==================== usb_hist_uploader
**usb_hist_uploader: track usage over the die**

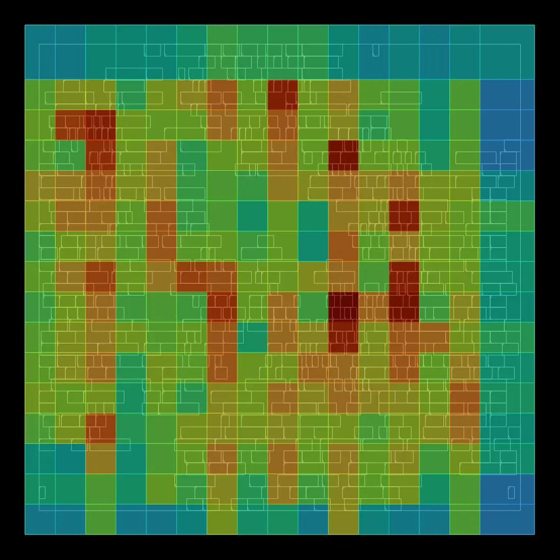

===== src/rtl/usb_hist_uploader.sv =====
// USB command decoder and histogram uploader: pops command words from the
// ISP1362 read port and streams channel counts (plus checksum) to the write port.
module usb_hist_uploader #(
    parameter int          N_CH      = 1024,
    parameter int          AW        = 10,
    parameter int          CW        = 32,
    parameter int          RD_LAT    = 1,
    parameter int          EN_SUM    = 1,
    parameter logic [15:0] CMD_FETCH = 16'hFFFF,
    parameter logic [15:0] CMD_START = 16'hFFEE,
    parameter logic [15:0] CMD_PAUSE = 16'hFFDD,
    parameter logic [15:0] CMD_CLEAR = 16'hFFCC
) (
    input  logic          CLOCK_50,
    input  logic          rst_n,
    input  logic          usb_read_wait,
    output logic          usb_read_en,
    input  logic [15:0]   usb_read_data,
    input  logic          usb_write_wait,
    output logic          usb_write_en,
    output logic [15:0]   usb_write_data,
    output logic [AW-1:0] channel_address,
    input  logic [CW-1:0] channel_count,
    output logic          cmd_start,
    output logic          cmd_pause,
    output logic          cmd_clear,
    output logic          busy,
    output logic [15:0]   last_cmd,
    output logic [8:0]    LEDG
);
    localparam int WPC = CW / 16;
    localparam int KW  = (WPC > 1) ? $clog2(WPC) : 1;
    localparam logic [1:0]    LAT    = 2'(RD_LAT);
    localparam logic [KW-1:0] K_LAST = KW'(WPC - 1);
    localparam logic [AW-1:0] A_LAST = AW'(N_CH - 1);

    typedef enum logic [1:0] {R_IDLE, R_POP, R_CAP} rstate_t;
    typedef enum logic [2:0] {W_IDLE, W_WAIT, W_WORD, W_GAP, W_SUM} wstate_t;

    rstate_t rstate_reg, rstate_next;
    wstate_t wstate_reg, wstate_next;

    logic          start_reg, pause_reg, clear_reg, fetch_reg, bad_reg;
    logic [3:0]    rec_reg;
    logic [15:0]   last_cmd_reg;
    logic [AW-1:0] addr_reg, addr_next;
    logic [KW-1:0] k_reg, k_next;
    logic [15:0]   sum_reg, sum_next;
    logic [1:0]    wait_reg, wait_next;
    logic [CW-1:0] shadow_reg, shadow_next;
    logic [15:0]   word;

    // ---------------- read path ----------------
    always_ff @(posedge CLOCK_50 or negedge rst_n) begin
        if (!rst_n) begin
            rstate_reg <= R_IDLE;
        end else begin
            rstate_reg <= rstate_next;
        end
    end

    always_comb begin
        rstate_next = rstate_reg;
        usb_read_en = 1'b0;
        case (rstate_reg)
            R_IDLE: if (!usb_read_wait) rstate_next = R_POP;
            R_POP: begin
                usb_read_en = 1'b1;
                rstate_next = R_CAP;
            end
            R_CAP:   rstate_next = R_IDLE;
            default: rstate_next = R_IDLE;
        endcase
    end

    // Decoded pulses are registered, so they appear in the cycle after R_CAP.
    always_ff @(posedge CLOCK_50 or negedge rst_n) begin
        if (!rst_n) begin
            start_reg    <= 1'b0;
            pause_reg    <= 1'b0;
            clear_reg    <= 1'b0;
            fetch_reg    <= 1'b0;
            bad_reg      <= 1'b0;
            rec_reg      <= 4'b0;
            last_cmd_reg <= 16'h0;
        end else begin
            start_reg <= 1'b0;
            pause_reg <= 1'b0;
            clear_reg <= 1'b0;
            fetch_reg <= 1'b0;
            if (rstate_reg == R_CAP) begin
                last_cmd_reg <= usb_read_data;
                bad_reg      <= 1'b0;
                if (usb_read_data == CMD_FETCH) begin
                    fetch_reg <= 1'b1;
                    rec_reg   <= 4'b0001;
                end else if (usb_read_data == CMD_START) begin
                    start_reg <= 1'b1;
                    rec_reg   <= 4'b0010;
                end else if (usb_read_data == CMD_PAUSE) begin
                    pause_reg <= 1'b1;
                    rec_reg   <= 4'b0100;
                end else if (usb_read_data == CMD_CLEAR) begin
                    clear_reg <= 1'b1;
                    rec_reg   <= 4'b1000;
                end else begin
                    bad_reg <= 1'b1;
                end
            end
        end
    end

    // ---------------- write path ----------------
    always_ff @(posedge CLOCK_50 or negedge rst_n) begin
        if (!rst_n) begin
            wstate_reg <= W_IDLE;
            addr_reg   <= '0;
            k_reg      <= '0;
            sum_reg    <= 16'h0;
            wait_reg   <= 2'b0;
            shadow_reg <= '0;
        end else begin
            wstate_reg <= wstate_next;
            addr_reg   <= addr_next;
            k_reg      <= k_next;
            sum_reg    <= sum_next;
            wait_reg   <= wait_next;
            shadow_reg <= shadow_next;
        end
    end

    assign word = shadow_reg[{k_reg, 4'b0000} +: 16];

    always_comb begin
        wstate_next    = wstate_reg;
        addr_next      = addr_reg;
        k_next         = k_reg;
        sum_next       = sum_reg;
        wait_next      = wait_reg;
        shadow_next    = shadow_reg;
        usb_write_en   = 1'b0;
        usb_write_data = (wstate_reg == W_SUM) ? sum_reg : word;
        // A fetch request always restarts from channel 0, even over a final write.
        if (fetch_reg) begin
            wstate_next = W_WAIT;
            addr_next   = '0;
            k_next      = '0;
            sum_next    = 16'h0;
            wait_next   = 2'b0;
        end else begin
            case (wstate_reg)
                W_IDLE: ;
                W_WAIT: begin
                    if (wait_reg == LAT) begin
                        shadow_next = channel_count;
                        wstate_next = W_WORD;
                    end else begin
                        wait_next = wait_reg + 2'd1;
                    end
                end
                W_WORD: begin
                    if (!usb_write_wait) begin
                        usb_write_en = 1'b1;
                        sum_next     = sum_reg + word;
                        wstate_next  = W_GAP;
                    end
                end
                W_GAP: begin
                    if (k_reg != K_LAST) begin
                        k_next      = k_reg + KW'(1);
                        wstate_next = W_WORD;
                    end else if (addr_reg != A_LAST) begin
                        addr_next   = addr_reg + AW'(1);
                        k_next      = '0;
                        wait_next   = 2'b0;
                        wstate_next = W_WAIT;
                    end else begin
                        wstate_next = (EN_SUM != 0) ? W_SUM : W_IDLE;
                    end
                end
                W_SUM: begin
                    if (!usb_write_wait) begin
                        usb_write_en = 1'b1;
                        wstate_next  = W_IDLE;
                    end
                end
                default: wstate_next = W_IDLE;
            endcase
        end
    end

    assign busy            = (wstate_reg != W_IDLE);
    assign channel_address = addr_reg;
    assign cmd_start       = start_reg;
    assign cmd_pause       = pause_reg;
    assign cmd_clear       = clear_reg;
    assign last_cmd        = last_cmd_reg;
    assign LEDG            = {3'b000, bad_reg, rec_reg, busy};
endmodule


===== config.mk =====
export PLATFORM = sky130hd
export DESIGN_NAME = usb_hist_uploader
export DESIGN_NICKNAME = d
export VERILOG_FILES = /design/src/rtl/usb_hist_uploader.sv
export SDC_FILE = /design/constraint.sdc
export NUM_CORES = 1
export LEC_CHECK = 0
export CAP_MARGIN = 20
export CORE_MARGIN = 3
export CORE_UTILIZATION = 41
export DETAILED_ROUTE_END_ITERATION = 8
export MAX_ROUTING_LAYER = met4
export PLACE_DENSITY = 0.76
export SLEW_MARGIN = 20
export SYNTH_ARGS = -nofsm -noshare
export SYNTH_HDL_FRONTEND = slang
export SYNTH_SLANG_ARGS = --single-unit

===== constraint.sdc =====
create_clock -name CLOCK_50 -period 9 [get_ports CLOCK_50]
set_clock_uncertainty 0.1 [all_clocks]
set_input_delay 2.25 -clock CLOCK_50 [delete_from_list [all_inputs] [get_ports CLOCK_50]]
set_output_delay 2.25 -clock CLOCK_50 [all_outputs]
set_load 0.1 [all_outputs]

==================== sc_level_speed_ticker_flat
===== config.mk =====
export PLATFORM = sky130hd
export DESIGN_NAME = sc_level_speed_ticker_flat
export DESIGN_NICKNAME = d
export VERILOG_FILES = /design/src/rtl/sc_level_speed_ticker_pkg.sv /design/src/rtl/sc_level_speed_ticker_if.sv /design/src/rtl/sc_level_speed_ticker_sc_level_period_calc.sv /design/src/rtl/sc_level_speed_ticker.sv /design/src/flat_wrapper.sv
export SDC_FILE = /design/constraint.sdc
export NUM_CORES = 1
export LEC_CHECK = 0
export ABC_AREA = 1
export CAP_MARGIN = 0
export CORE_MARGIN = 2
export CORE_UTILIZATION = 50
export CTS_BUF_LIST = sky130_fd_sc_hd__clkbuf_4
export DETAILED_ROUTE_END_ITERATION = 8
export PLACE_DENSITY_LB_ADDON = 0.12
export SKIP_LAST_GASP = 1
export SYNTH_ARGS = -nofsm -noshare
export SYNTH_HDL_FRONTEND = slang
export SYNTH_HIERARCHICAL = 1
export SYNTH_SLANG_ARGS = --single-unit

===== constraint.sdc =====
create_clock -name SC_LEVELSPEEDTICKER_CLOCK_50 -period 2.2 [get_ports SC_LEVELSPEEDTICKER_CLOCK_50]
set_input_delay 0.66 -clock SC_LEVELSPEEDTICKER_CLOCK_50 [delete_from_list [all_inputs] [get_ports SC_LEVELSPEEDTICKER_CLOCK_50]]
set_output_delay 0.66 -clock SC_LEVELSPEEDTICKER_CLOCK_50 [all_outputs]
set_load 0.02 [all_outputs]

===== src/rtl/sc_level_speed_ticker_pkg.sv =====
// Shared defaults for the level counter, the speed ticker and the lane logic.
// The widths and periods here are the 50 MHz production values.
package sc_level_speed_ticker_pkg;

  localparam int SC_LEVEL_WIDTH  = 8;
  localparam int SC_PERIOD_WIDTH = 26;
  localparam int SC_BASE_PERIOD  = 25_000_000;
  localparam int SC_STEP_PERIOD  = 2_000_000;
  localparam int SC_MIN_PERIOD   = 5_000_000;

endpackage


===== src/rtl/sc_level_speed_ticker_if.sv =====
// Level/pause inputs and tick/period/maxspeed outputs of the speed ticker.
// The master side is the game control; the slave side is the ticker.
interface sc_level_speed_ticker_if #(
  parameter int LEVEL_WIDTH  = sc_level_speed_ticker_pkg::SC_LEVEL_WIDTH,
  parameter int PERIOD_WIDTH = sc_level_speed_ticker_pkg::SC_PERIOD_WIDTH
);
  logic [LEVEL_WIDTH-1:0]  SC_LEVELSPEEDTICKER_level_InBUS;
  logic                    SC_LEVELSPEEDTICKER_pause_InLow;
  logic                    SC_LEVELSPEEDTICKER_tick_OutLow;
  logic [PERIOD_WIDTH-1:0] SC_LEVELSPEEDTICKER_period_OutBUS;
  logic                    SC_LEVELSPEEDTICKER_maxspeed_Out;

  modport master (
    output SC_LEVELSPEEDTICKER_level_InBUS,
    output SC_LEVELSPEEDTICKER_pause_InLow,
    input  SC_LEVELSPEEDTICKER_tick_OutLow,
    input  SC_LEVELSPEEDTICKER_period_OutBUS,
    input  SC_LEVELSPEEDTICKER_maxspeed_Out
  );

  modport slave (
    input  SC_LEVELSPEEDTICKER_level_InBUS,
    input  SC_LEVELSPEEDTICKER_pause_InLow,
    output SC_LEVELSPEEDTICKER_tick_OutLow,
    output SC_LEVELSPEEDTICKER_period_OutBUS,
    output SC_LEVELSPEEDTICKER_maxspeed_Out
  );
endinterface


===== src/rtl/sc_level_speed_ticker_sc_level_period_calc.sv =====
// Combinational level -> period mapping with the floor clamp.
// The product is kept at full width so large levels can never wrap past the clamp.
module sc_level_period_calc
  import sc_level_speed_ticker_pkg::*;
#(
  parameter int LEVEL_WIDTH  = SC_LEVEL_WIDTH,
  parameter int PERIOD_WIDTH = SC_PERIOD_WIDTH,
  parameter int BASE_PERIOD  = SC_BASE_PERIOD,
  parameter int STEP_PERIOD  = SC_STEP_PERIOD,
  parameter int MIN_PERIOD   = SC_MIN_PERIOD
) (
  input  logic [LEVEL_WIDTH-1:0]  level,
  output logic [PERIOD_WIDTH-1:0] next_period
);

  localparam int PROD_WIDTH = LEVEL_WIDTH + PERIOD_WIDTH;

  logic [PROD_WIDTH-1:0] prod;

  always_comb begin
    prod        = PROD_WIDTH'(level) * PROD_WIDTH'(STEP_PERIOD);
    next_period = PERIOD_WIDTH'(MIN_PERIOD);
    if (prod < PROD_WIDTH'(BASE_PERIOD - MIN_PERIOD)) begin
      next_period = PERIOD_WIDTH'(BASE_PERIOD) - prod[PERIOD_WIDTH-1:0];
    end
  end

endmodule


===== src/rtl/sc_level_speed_ticker.sv =====
// Level-dependent movement ticker: down-counter reloaded from the level at each tick,
// with registered active-low tick, period-in-force and max-speed flag.
module sc_level_speed_ticker
  import sc_level_speed_ticker_pkg::*;
#(
  parameter int LEVEL_WIDTH  = SC_LEVEL_WIDTH,
  parameter int PERIOD_WIDTH = SC_PERIOD_WIDTH,
  parameter int BASE_PERIOD  = SC_BASE_PERIOD,
  parameter int STEP_PERIOD  = SC_STEP_PERIOD,
  parameter int MIN_PERIOD   = SC_MIN_PERIOD
) (
  input  logic                    SC_LEVELSPEEDTICKER_CLOCK_50,
  input  logic                    SC_LEVELSPEEDTICKER_RESET_InLow,
  sc_level_speed_ticker_if.slave  bus
);

  logic [PERIOD_WIDTH-1:0] next_period;
  logic [PERIOD_WIDTH-1:0] count_q, count_d;
  logic [PERIOD_WIDTH-1:0] period_q, period_d;
  logic                    tick_q, tick_d;
  logic                    maxspeed_q, maxspeed_d;

  sc_level_period_calc #(
    .LEVEL_WIDTH  (LEVEL_WIDTH),
    .PERIOD_WIDTH (PERIOD_WIDTH),
    .BASE_PERIOD  (BASE_PERIOD),
    .STEP_PERIOD  (STEP_PERIOD),
    .MIN_PERIOD   (MIN_PERIOD)
  ) u_period_calc (
    .level       (bus.SC_LEVELSPEEDTICKER_level_InBUS),
    .next_period (next_period)
  );

  // The level is only looked at on the reload edge, so mid-period changes wait a period.
  always_comb begin
    count_d    = count_q;
    period_d   = period_q;
    maxspeed_d = maxspeed_q;
    tick_d     = 1'b1;
    if (bus.SC_LEVELSPEEDTICKER_pause_InLow) begin
      if (count_q != '0) begin
        count_d = count_q - 1'b1;
      end else begin
        tick_d     = 1'b0;
        period_d   = next_period;
        count_d    = next_period - 1'b1;
        maxspeed_d = (next_period == PERIOD_WIDTH'(MIN_PERIOD));
      end
    end
  end

  always_ff @(posedge SC_LEVELSPEEDTICKER_CLOCK_50 or negedge SC_LEVELSPEEDTICKER_RESET_InLow) begin
    if (!SC_LEVELSPEEDTICKER_RESET_InLow) begin
      count_q    <= PERIOD_WIDTH'(BASE_PERIOD - 1);
      period_q   <= PERIOD_WIDTH'(BASE_PERIOD);
      tick_q     <= 1'b1;
      maxspeed_q <= (BASE_PERIOD == MIN_PERIOD);
    end else begin
      count_q    <= count_d;
      period_q   <= period_d;
      tick_q     <= tick_d;
      maxspeed_q <= maxspeed_d;
    end
  end

  assign bus.SC_LEVELSPEEDTICKER_tick_OutLow    = tick_q;
  assign bus.SC_LEVELSPEEDTICKER_period_OutBUS  = period_q;
  assign bus.SC_LEVELSPEEDTICKER_maxspeed_Out   = maxspeed_q;

endmodule

===== src/flat_wrapper.sv =====
// flat-port wrapper written by rule: the top's interface ports become plain ports
module sc_level_speed_ticker_flat import sc_level_speed_ticker_pkg::*;
#(
  parameter int LEVEL_WIDTH  = SC_LEVEL_WIDTH,
  parameter int PERIOD_WIDTH = SC_PERIOD_WIDTH,
  parameter int BASE_PERIOD  = SC_BASE_PERIOD,
  parameter int STEP_PERIOD  = SC_STEP_PERIOD,
  parameter int MIN_PERIOD   = SC_MIN_PERIOD
)
  (SC_LEVELSPEEDTICKER_CLOCK_50, SC_LEVELSPEEDTICKER_RESET_InLow, bus_SC_LEVELSPEEDTICKER_level_InBUS, bus_SC_LEVELSPEEDTICKER_pause_InLow, bus_SC_LEVELSPEEDTICKER_tick_OutLow, bus_SC_LEVELSPEEDTICKER_period_OutBUS, bus_SC_LEVELSPEEDTICKER_maxspeed_Out);
  sc_level_speed_ticker_if #(.LEVEL_WIDTH(LEVEL_WIDTH), .PERIOD_WIDTH(PERIOD_WIDTH)) bus_i ();
  input  logic SC_LEVELSPEEDTICKER_CLOCK_50;
  input  logic SC_LEVELSPEEDTICKER_RESET_InLow;
  input wire logic [$bits(bus_i.SC_LEVELSPEEDTICKER_level_InBUS)-1:0] bus_SC_LEVELSPEEDTICKER_level_InBUS;
  input wire logic [$bits(bus_i.SC_LEVELSPEEDTICKER_pause_InLow)-1:0] bus_SC_LEVELSPEEDTICKER_pause_InLow;
  output wire logic [$bits(bus_i.SC_LEVELSPEEDTICKER_tick_OutLow)-1:0] bus_SC_LEVELSPEEDTICKER_tick_OutLow;
  output wire logic [$bits(bus_i.SC_LEVELSPEEDTICKER_period_OutBUS)-1:0] bus_SC_LEVELSPEEDTICKER_period_OutBUS;
  output wire logic [$bits(bus_i.SC_LEVELSPEEDTICKER_maxspeed_Out)-1:0] bus_SC_LEVELSPEEDTICKER_maxspeed_Out;
  assign bus_i.SC_LEVELSPEEDTICKER_level_InBUS = bus_SC_LEVELSPEEDTICKER_level_InBUS;
  assign bus_i.SC_LEVELSPEEDTICKER_pause_InLow = bus_SC_LEVELSPEEDTICKER_pause_InLow;
  assign bus_SC_LEVELSPEEDTICKER_tick_OutLow = bus_i.SC_LEVELSPEEDTICKER_tick_OutLow;
  assign bus_SC_LEVELSPEEDTICKER_period_OutBUS = bus_i.SC_LEVELSPEEDTICKER_period_OutBUS;
  assign bus_SC_LEVELSPEEDTICKER_maxspeed_Out = bus_i.SC_LEVELSPEEDTICKER_maxspeed_Out;
  sc_level_speed_ticker #(.LEVEL_WIDTH(LEVEL_WIDTH), .PERIOD_WIDTH(PERIOD_WIDTH), .BASE_PERIOD(BASE_PERIOD), .STEP_PERIOD(STEP_PERIOD), .MIN_PERIOD(MIN_PERIOD)) u_core (.SC_LEVELSPEEDTICKER_CLOCK_50(SC_LEVELSPEEDTICKER_CLOCK_50), .SC_LEVELSPEEDTICKER_RESET_InLow(SC_LEVELSPEEDTICKER_RESET_InLow), .bus(bus_i));
endmodule

**usb_hist_uploader: clock distribution**

Bar = 20 µm.
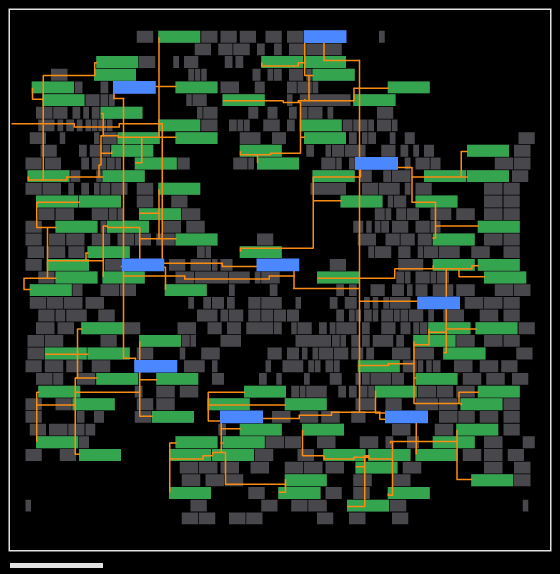
legend:
  flip-flops:
    colour: green
    count: 91
  clock wires:
    colour: orange
    length: 1240 µm
  clock drivers:
    colour: blue
    count: 9
flops lie: spread over the die
routed clock nets: 10

## Picture notes: 'track usage over the die' of usb_hist_uploader
Top Usage Layer GRT: met2
Total GRT Usage: 0.181
Core Util, Final: 0.549
M2 GR Usage: 0.270

==> run_results.csv, usb_hist_uploader <==
group,metric,value,unit
hold_path,min_path_cells,1,
setup_path,cp.depth,4,
die,chip_area,13400,µm²
setup_path,crit_chain,"clkdlybuf4s50_1, nor2_1, and3_1, clkdlybuf4s50_1",
yosys,ys_sh_simple,0.127,
clocking,cts_tree,"built",
yosys,yosysWarningCount,0,
drt,drt-met1-wl,5100,µm
sta,rsz0062_at_grt,"false",
clocking,cts_resized,0,
sta,finalMaxSlewViolations,0,
place,pre_cts_slack,2500,ps
grt,met1_usage,0.230,
final_layout,final_cell_mix,"clkdlybuf4s50_1 (104), dfrtp_1 (91), mux2_2 (76)",
clocking,holdBufCountCts,0,
setup_path,crit_end,"usb_write_en",
yosys,ys_types,65,
yosys,async_flop_share,1.00,
grt,grt_pass1_vias,3818,
job,warning_count,26,
final_layout,area_growth,28.7,%
drt,drt-wirelength-per-cell,16.3,µm
yosys,edf_count,0,
final_layout,clkbuf_count,11,
yosys,top_area_cell,"dfrtp_1",
run_status,status,"finished, final reports clean",
yosys,ys_seq_frac,0.460,
sta,fin_hold_ws,361,ps
final_layout,nets,614,
yosys,adder_share,0.0470,
setup_path,cp-start-kind,"input port",
yosys,synth.logic.top_family,"multiplexers",
place,place_area,6080,µm²
setup_path,slowest_stage,"clkdlybuf4s50_1",
die,n_tap_cell,143,
final_layout,clk_share,0.0463,
final_layout,drive_above_1_share,0.206,
sta,final.setup.worst_slack,2500,ps
final_layout,n_all_buffers,108,
clocking,cts_buffers,9,
place,place.gp.congestion,0.882,
**sc_level_speed_ticker_flat: routed metal per tile**

Bar = 20 µm. 22 x 22 tiles, from dark blue (low) to red (high), scaled to the fullest tile. Values are wire area over tile area, all layers added.
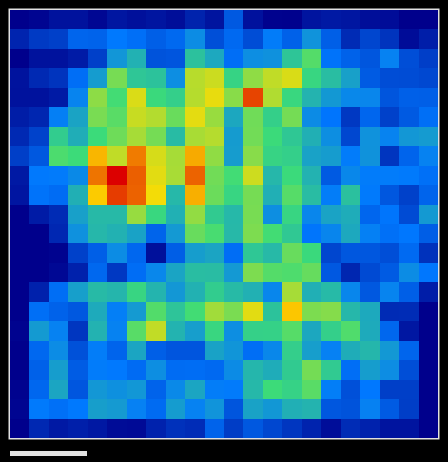
nearly empty tiles: 6.6%
tiles over half the peak: 17%
mean over tiles: 0.23
fullest tile: 0.74

==> run_results.csv, sc_level_speed_ticker_flat <==
group,metric,value,unit
run_status,status,"complete, but fails checks",
run_status,violations,"setup timing",
drt,routed-wl-met2,8240,µm
grt,met1_usage,0.395,
die,die_x,111,µm
drt,drcViolationCount,0,
grt,grt_pass1_wl,28700,µm
final_layout,top_area_cell_class,"logic gates",
sta,finalSetupViolations,38,
job,warning_count,33,
place,place_area,7380,µm²
final_layout,logic_gates,650,
sta,final.setup.worst_slack,-2520,ps
final_layout,n_all_buffers,187,
grt,use_met3,0.0332,
final_layout,final_cell_mix,"nand2_1 (233), inv_1 (122), buf_4 (119)",
setup_path,crit_fanout,7,
final_layout,drive_above_1_share,0.370,
clocking,path_clk_slew,170,ps
clocking,clkSinkCount,54,
clocking,cts_tree,"built",
final_layout,fin_cells,1194,
drt,wl_met3,956,µm

==================== sgpr_rd_arbiter
**sgpr_rd_arbiter: clock distribution**

Bar = 20 µm.
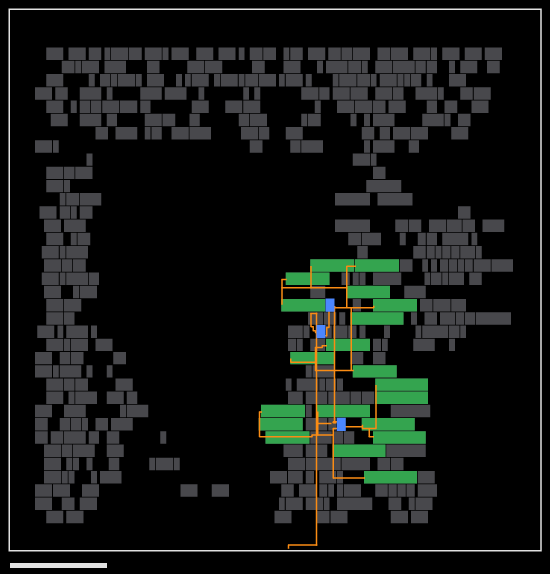
===== config.mk =====
export PLATFORM = sky130hd
export DESIGN_NAME = sgpr_rd_arbiter
export DESIGN_NICKNAME = d
export VERILOG_FILES = /design/src/rtl/sgpr_rd_arbiter.sv
export SDC_FILE = /design/constraint.sdc
export NUM_CORES = 1
export LEC_CHECK = 0
export CAP_MARGIN = 20
export CORE_AREA = 5 5 104 106
export CTS_BUF_LIST = sky130_fd_sc_hd__clkbuf_2
export DETAILED_ROUTE_END_ITERATION = 10
export DIE_AREA = 0 0 109 111
export MAX_ROUTING_LAYER = met4
export PLACE_DENSITY = 0.78
export RECOVER_POWER = 25
export SKIP_CTS_REPAIR_TIMING = 1
export SKIP_LAST_GASP = 1
export SLEW_MARGIN = 40
export SYNTH_ARGS = -nofsm -noshare
export SYNTH_HDL_FRONTEND = slang
export SYNTH_SLANG_ARGS = --single-unit
export TNS_END_PERCENT = 30

===== constraint.sdc =====
create_clock -name clk -period 4.05 [get_ports clk]
set_input_delay 0.81 -clock clk [delete_from_list [all_inputs] [get_ports clk]]
set_output_delay 0.81 -clock clk [all_outputs]
set_load 0.05 [all_outputs]

===== src/rtl/sgpr_rd_arbiter.sv =====
// sgpr_rd_arbiter: shares one SGPR read channel among NUM_REQ issue units.
// Requests are granted round-robin and a grant stays locked until it fires.
// Every accepted requester ID goes into an in-order tracking FIFO, and each
// SGPR response is routed back to the requester at the FIFO head.
module sgpr_rd_arbiter #(
    parameter int NUM_REQ = 3,
    parameter int REQ_W   = 32,
    parameter int RESP_W  = 64,
    parameter int MAX_OUT = 4
) (
    input  logic                         clk,
    input  logic                         rst_n,
    input  logic [NUM_REQ-1:0]           req_valid,
    output logic [NUM_REQ-1:0]           req_ready,
    input  logic [NUM_REQ*REQ_W-1:0]     req_data,
    output logic [NUM_REQ-1:0]           resp_valid,
    input  logic [NUM_REQ-1:0]           resp_ready,
    output logic [RESP_W-1:0]            resp_data,
    output logic                         sgpr_rd_req_valid,
    input  logic                         sgpr_rd_req_ready,
    output logic [REQ_W-1:0]             sgpr_rd_req_data,
    input  logic                         sgpr_rd_resp_valid,
    output logic                         sgpr_rd_resp_ready,
    input  logic [RESP_W-1:0]            sgpr_rd_resp_data,
    output logic [$clog2(MAX_OUT):0]     outstanding,
    output logic                         err_orphan_resp
);

    localparam int ID_W  = $clog2(NUM_REQ);
    localparam int PTR_W = $clog2(MAX_OUT);
    localparam int CNT_W = PTR_W + 1;

    // Per-requester view of the packed request bus
    logic [REQ_W-1:0] req_slot [NUM_REQ];

    // Arbitration state
    logic [ID_W-1:0]  rr_ptr_reg, rr_ptr_next;
    logic             locked_reg, locked_next;
    logic [ID_W-1:0]  lock_id_reg, lock_id_next;

    // Tracking FIFO; pointers carry one extra MSB so full and empty differ
    logic [ID_W-1:0]  fifo_mem [MAX_OUT];
    logic [CNT_W-1:0] wr_ptr_reg, rd_ptr_reg;
    logic             fifo_full, fifo_empty;
    logic [ID_W-1:0]  head_id;

    // Arbitration results
    logic [ID_W-1:0]  cand_idx;
    logic [ID_W-1:0]  rr_win;
    logic             rr_found;
    logic [ID_W-1:0]  win_id;
    logic             win_found;
    logic             push, pop;
    logic             err_orphan_reg;

    genvar gi;
    generate
        for (gi = 0; gi < NUM_REQ; gi++) begin : g_slot
            assign req_slot[gi] = req_data[gi*REQ_W +: REQ_W];
        end
    endgenerate

    assign fifo_empty = (wr_ptr_reg == rd_ptr_reg);
    assign fifo_full  = (wr_ptr_reg[PTR_W] != rd_ptr_reg[PTR_W]) &&
                        (wr_ptr_reg[PTR_W-1:0] == rd_ptr_reg[PTR_W-1:0]);
    assign head_id    = fifo_mem[rd_ptr_reg[PTR_W-1:0]];

    // Round-robin search starting at rr_ptr; first valid requester wins
    always_comb begin
        rr_win   = '0;
        rr_found = 1'b0;
        cand_idx = '0;
        for (int k = 0; k < NUM_REQ; k++) begin
            if (int'(rr_ptr_reg) + k >= NUM_REQ)
                cand_idx = ID_W'(int'(rr_ptr_reg) + k - NUM_REQ);
            else
                cand_idx = ID_W'(int'(rr_ptr_reg) + k);
            if (!rr_found && req_valid[cand_idx]) begin
                rr_found = 1'b1;
                rr_win   = cand_idx;
            end
        end
    end

    // Locked grant overrides the search; a dropped valid leaves no winner
    always_comb begin
        if (locked_reg) begin
            win_id    = lock_id_reg;
            win_found = req_valid[lock_id_reg];
        end else begin
            win_id    = rr_win;
            win_found = rr_found;
        end
    end

    // Downstream request / upstream response handshakes, gated by reset
    always_comb begin
        sgpr_rd_req_valid  = rst_n && win_found && !fifo_full;
        sgpr_rd_req_data   = req_slot[win_id];
        push               = sgpr_rd_req_valid && sgpr_rd_req_ready;
        sgpr_rd_resp_ready = rst_n && !fifo_empty && resp_ready[head_id];
        pop                = sgpr_rd_resp_ready && sgpr_rd_resp_valid;
        resp_data          = sgpr_rd_resp_data;
    end

    generate
        for (gi = 0; gi < NUM_REQ; gi++) begin : g_route
            assign req_ready[gi]  = push && (win_id == ID_W'(gi));
            assign resp_valid[gi] = rst_n && !fifo_empty && sgpr_rd_resp_valid &&
                                    (head_id == ID_W'(gi));
        end
    endgenerate

    // Next grant state: lock while presented but stalled, advance pointer on fire
    always_comb begin
        rr_ptr_next  = rr_ptr_reg;
        locked_next  = sgpr_rd_req_valid && !sgpr_rd_req_ready;
        lock_id_next = lock_id_reg;
        if (sgpr_rd_req_valid && !sgpr_rd_req_ready)
            lock_id_next = win_id;
        if (push)
            rr_ptr_next = (win_id == ID_W'(NUM_REQ - 1)) ? '0 : win_id + ID_W'(1);
    end

    // Grant state register
    always_ff @(posedge clk or negedge rst_n) begin
        if (!rst_n) begin
            rr_ptr_reg  <= '0;
            locked_reg  <= 1'b0;
            lock_id_reg <= '0;
        end else begin
            rr_ptr_reg  <= rr_ptr_next;
            locked_reg  <= locked_next;
            lock_id_reg <= lock_id_next;
        end
    end

    // FIFO pointers; push is already blocked when full, so pop cannot free a slot for it
    always_ff @(posedge clk or negedge rst_n) begin
        if (!rst_n) begin
            wr_ptr_reg <= '0;
            rd_ptr_reg <= '0;
        end else begin
            if (push)
                wr_ptr_reg <= wr_ptr_reg + CNT_W'(1);
            if (pop)
                rd_ptr_reg <= rd_ptr_reg + CNT_W'(1);
        end
    end

    // FIFO storage of granted requester IDs
    always_ff @(posedge clk) begin
        if (push)
            fifo_mem[wr_ptr_reg[PTR_W-1:0]] <= win_id;
    end

    // Sticky flag for a response that has no matching request
    always_ff @(posedge clk or negedge rst_n) begin
        if (!rst_n)
            err_orphan_reg <= 1'b0;
        else if (sgpr_rd_resp_valid && fifo_empty)
            err_orphan_reg <= 1'b1;
    end

    assign err_orphan_resp = err_orphan_reg;
    assign outstanding     = wr_ptr_reg - rd_ptr_reg;

endmodule


==> run_results.csv <==
group,metric,value,unit
power_and_ir_drop,p_leak,1.64,nW
run_status,status,"finished, final reports clean",
die,die_h,111,µm
sta,rsz0062_at_grt,"false",
power_and_ir_drop,power_switching_share,0.624,
power_and_ir_drop,p_seq,0.370,mW
drt,routed_wl,9090,µm
job,maxCapViolCount,0,
yosys,ys_sh_xor,0.0196,
sta,finalMaxSlewViolations,0,
sta,layout_min_cycle_time,3910,ps
drt,drcViolationCount,0,
yosys,top_area_cell,"buf_4",
final_layout,sh_comb_area,0.393,
die,die_x,109,µm
drt,drt_iter0_drc,114,
yosys,top_cells_by_count,"nand2_1 (74), buf_4 (64), nand4_1 (32)",
yosys,synth_nets,520,
drt,highest_layer,"met4",
power_and_ir_drop,p_sw,2.53,mW
yosys,postSynthCellCount,340,
Notes on 'clock distribution' of sgpr_rd_arbiter above:
legend:
  flip-flops:
    colour: green
    count: 20
  clock drivers:
    colour: blue
    count: 3
  clock wires:
    colour: orange
    length: 237 µm
routed clock nets: 4



==> layout pictures side by side <==
Selected gate families.
shot_01.png
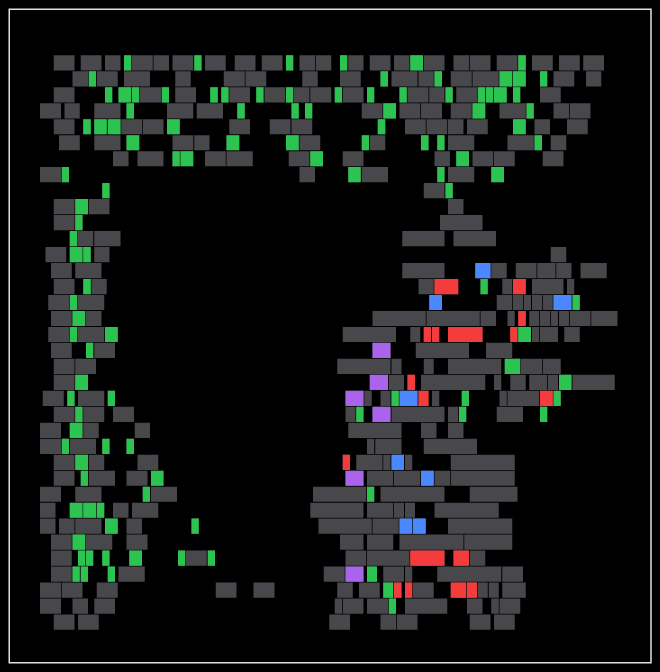
shot_02.png
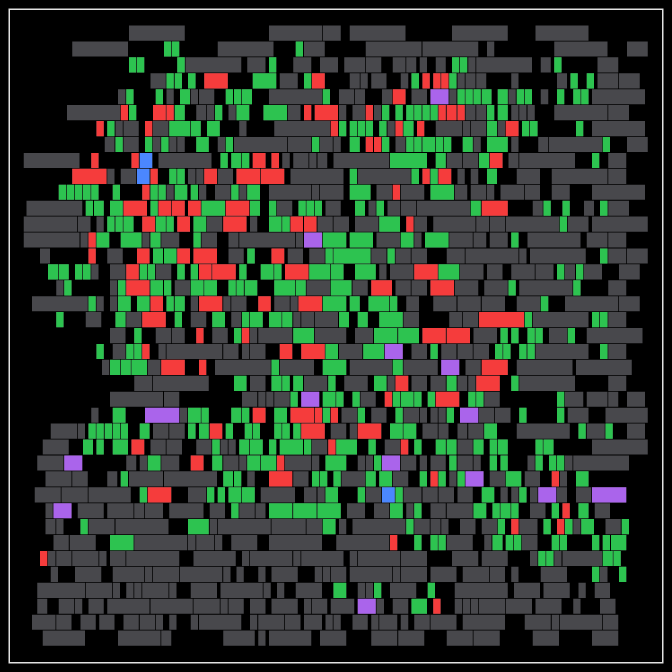
shot_03.png
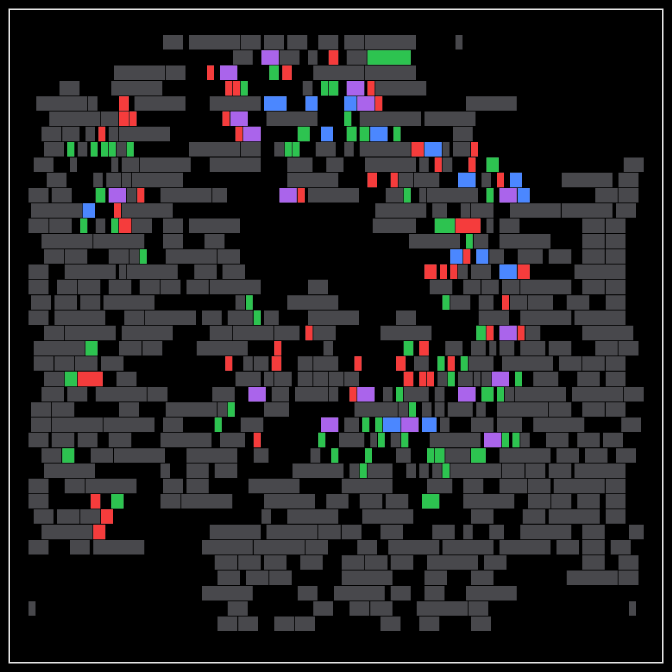
- fewest cells: shot_01.png
sc_level_speed_ticker_flat: shot_02.png
usb_hist_uploader: shot_03.png
sgpr_rd_arbiter: shot_01.png

Key to shot_02.png:
legend:
  XOR/XNOR gates:
    colour: purple
    cells: 14
  AND and OR gates:
    colour: blue
    cells: 3
  NAND gates:
    colour: green
    cells: 377
    where: spread over the die
  NOR gates:
    colour: red
    cells: 105

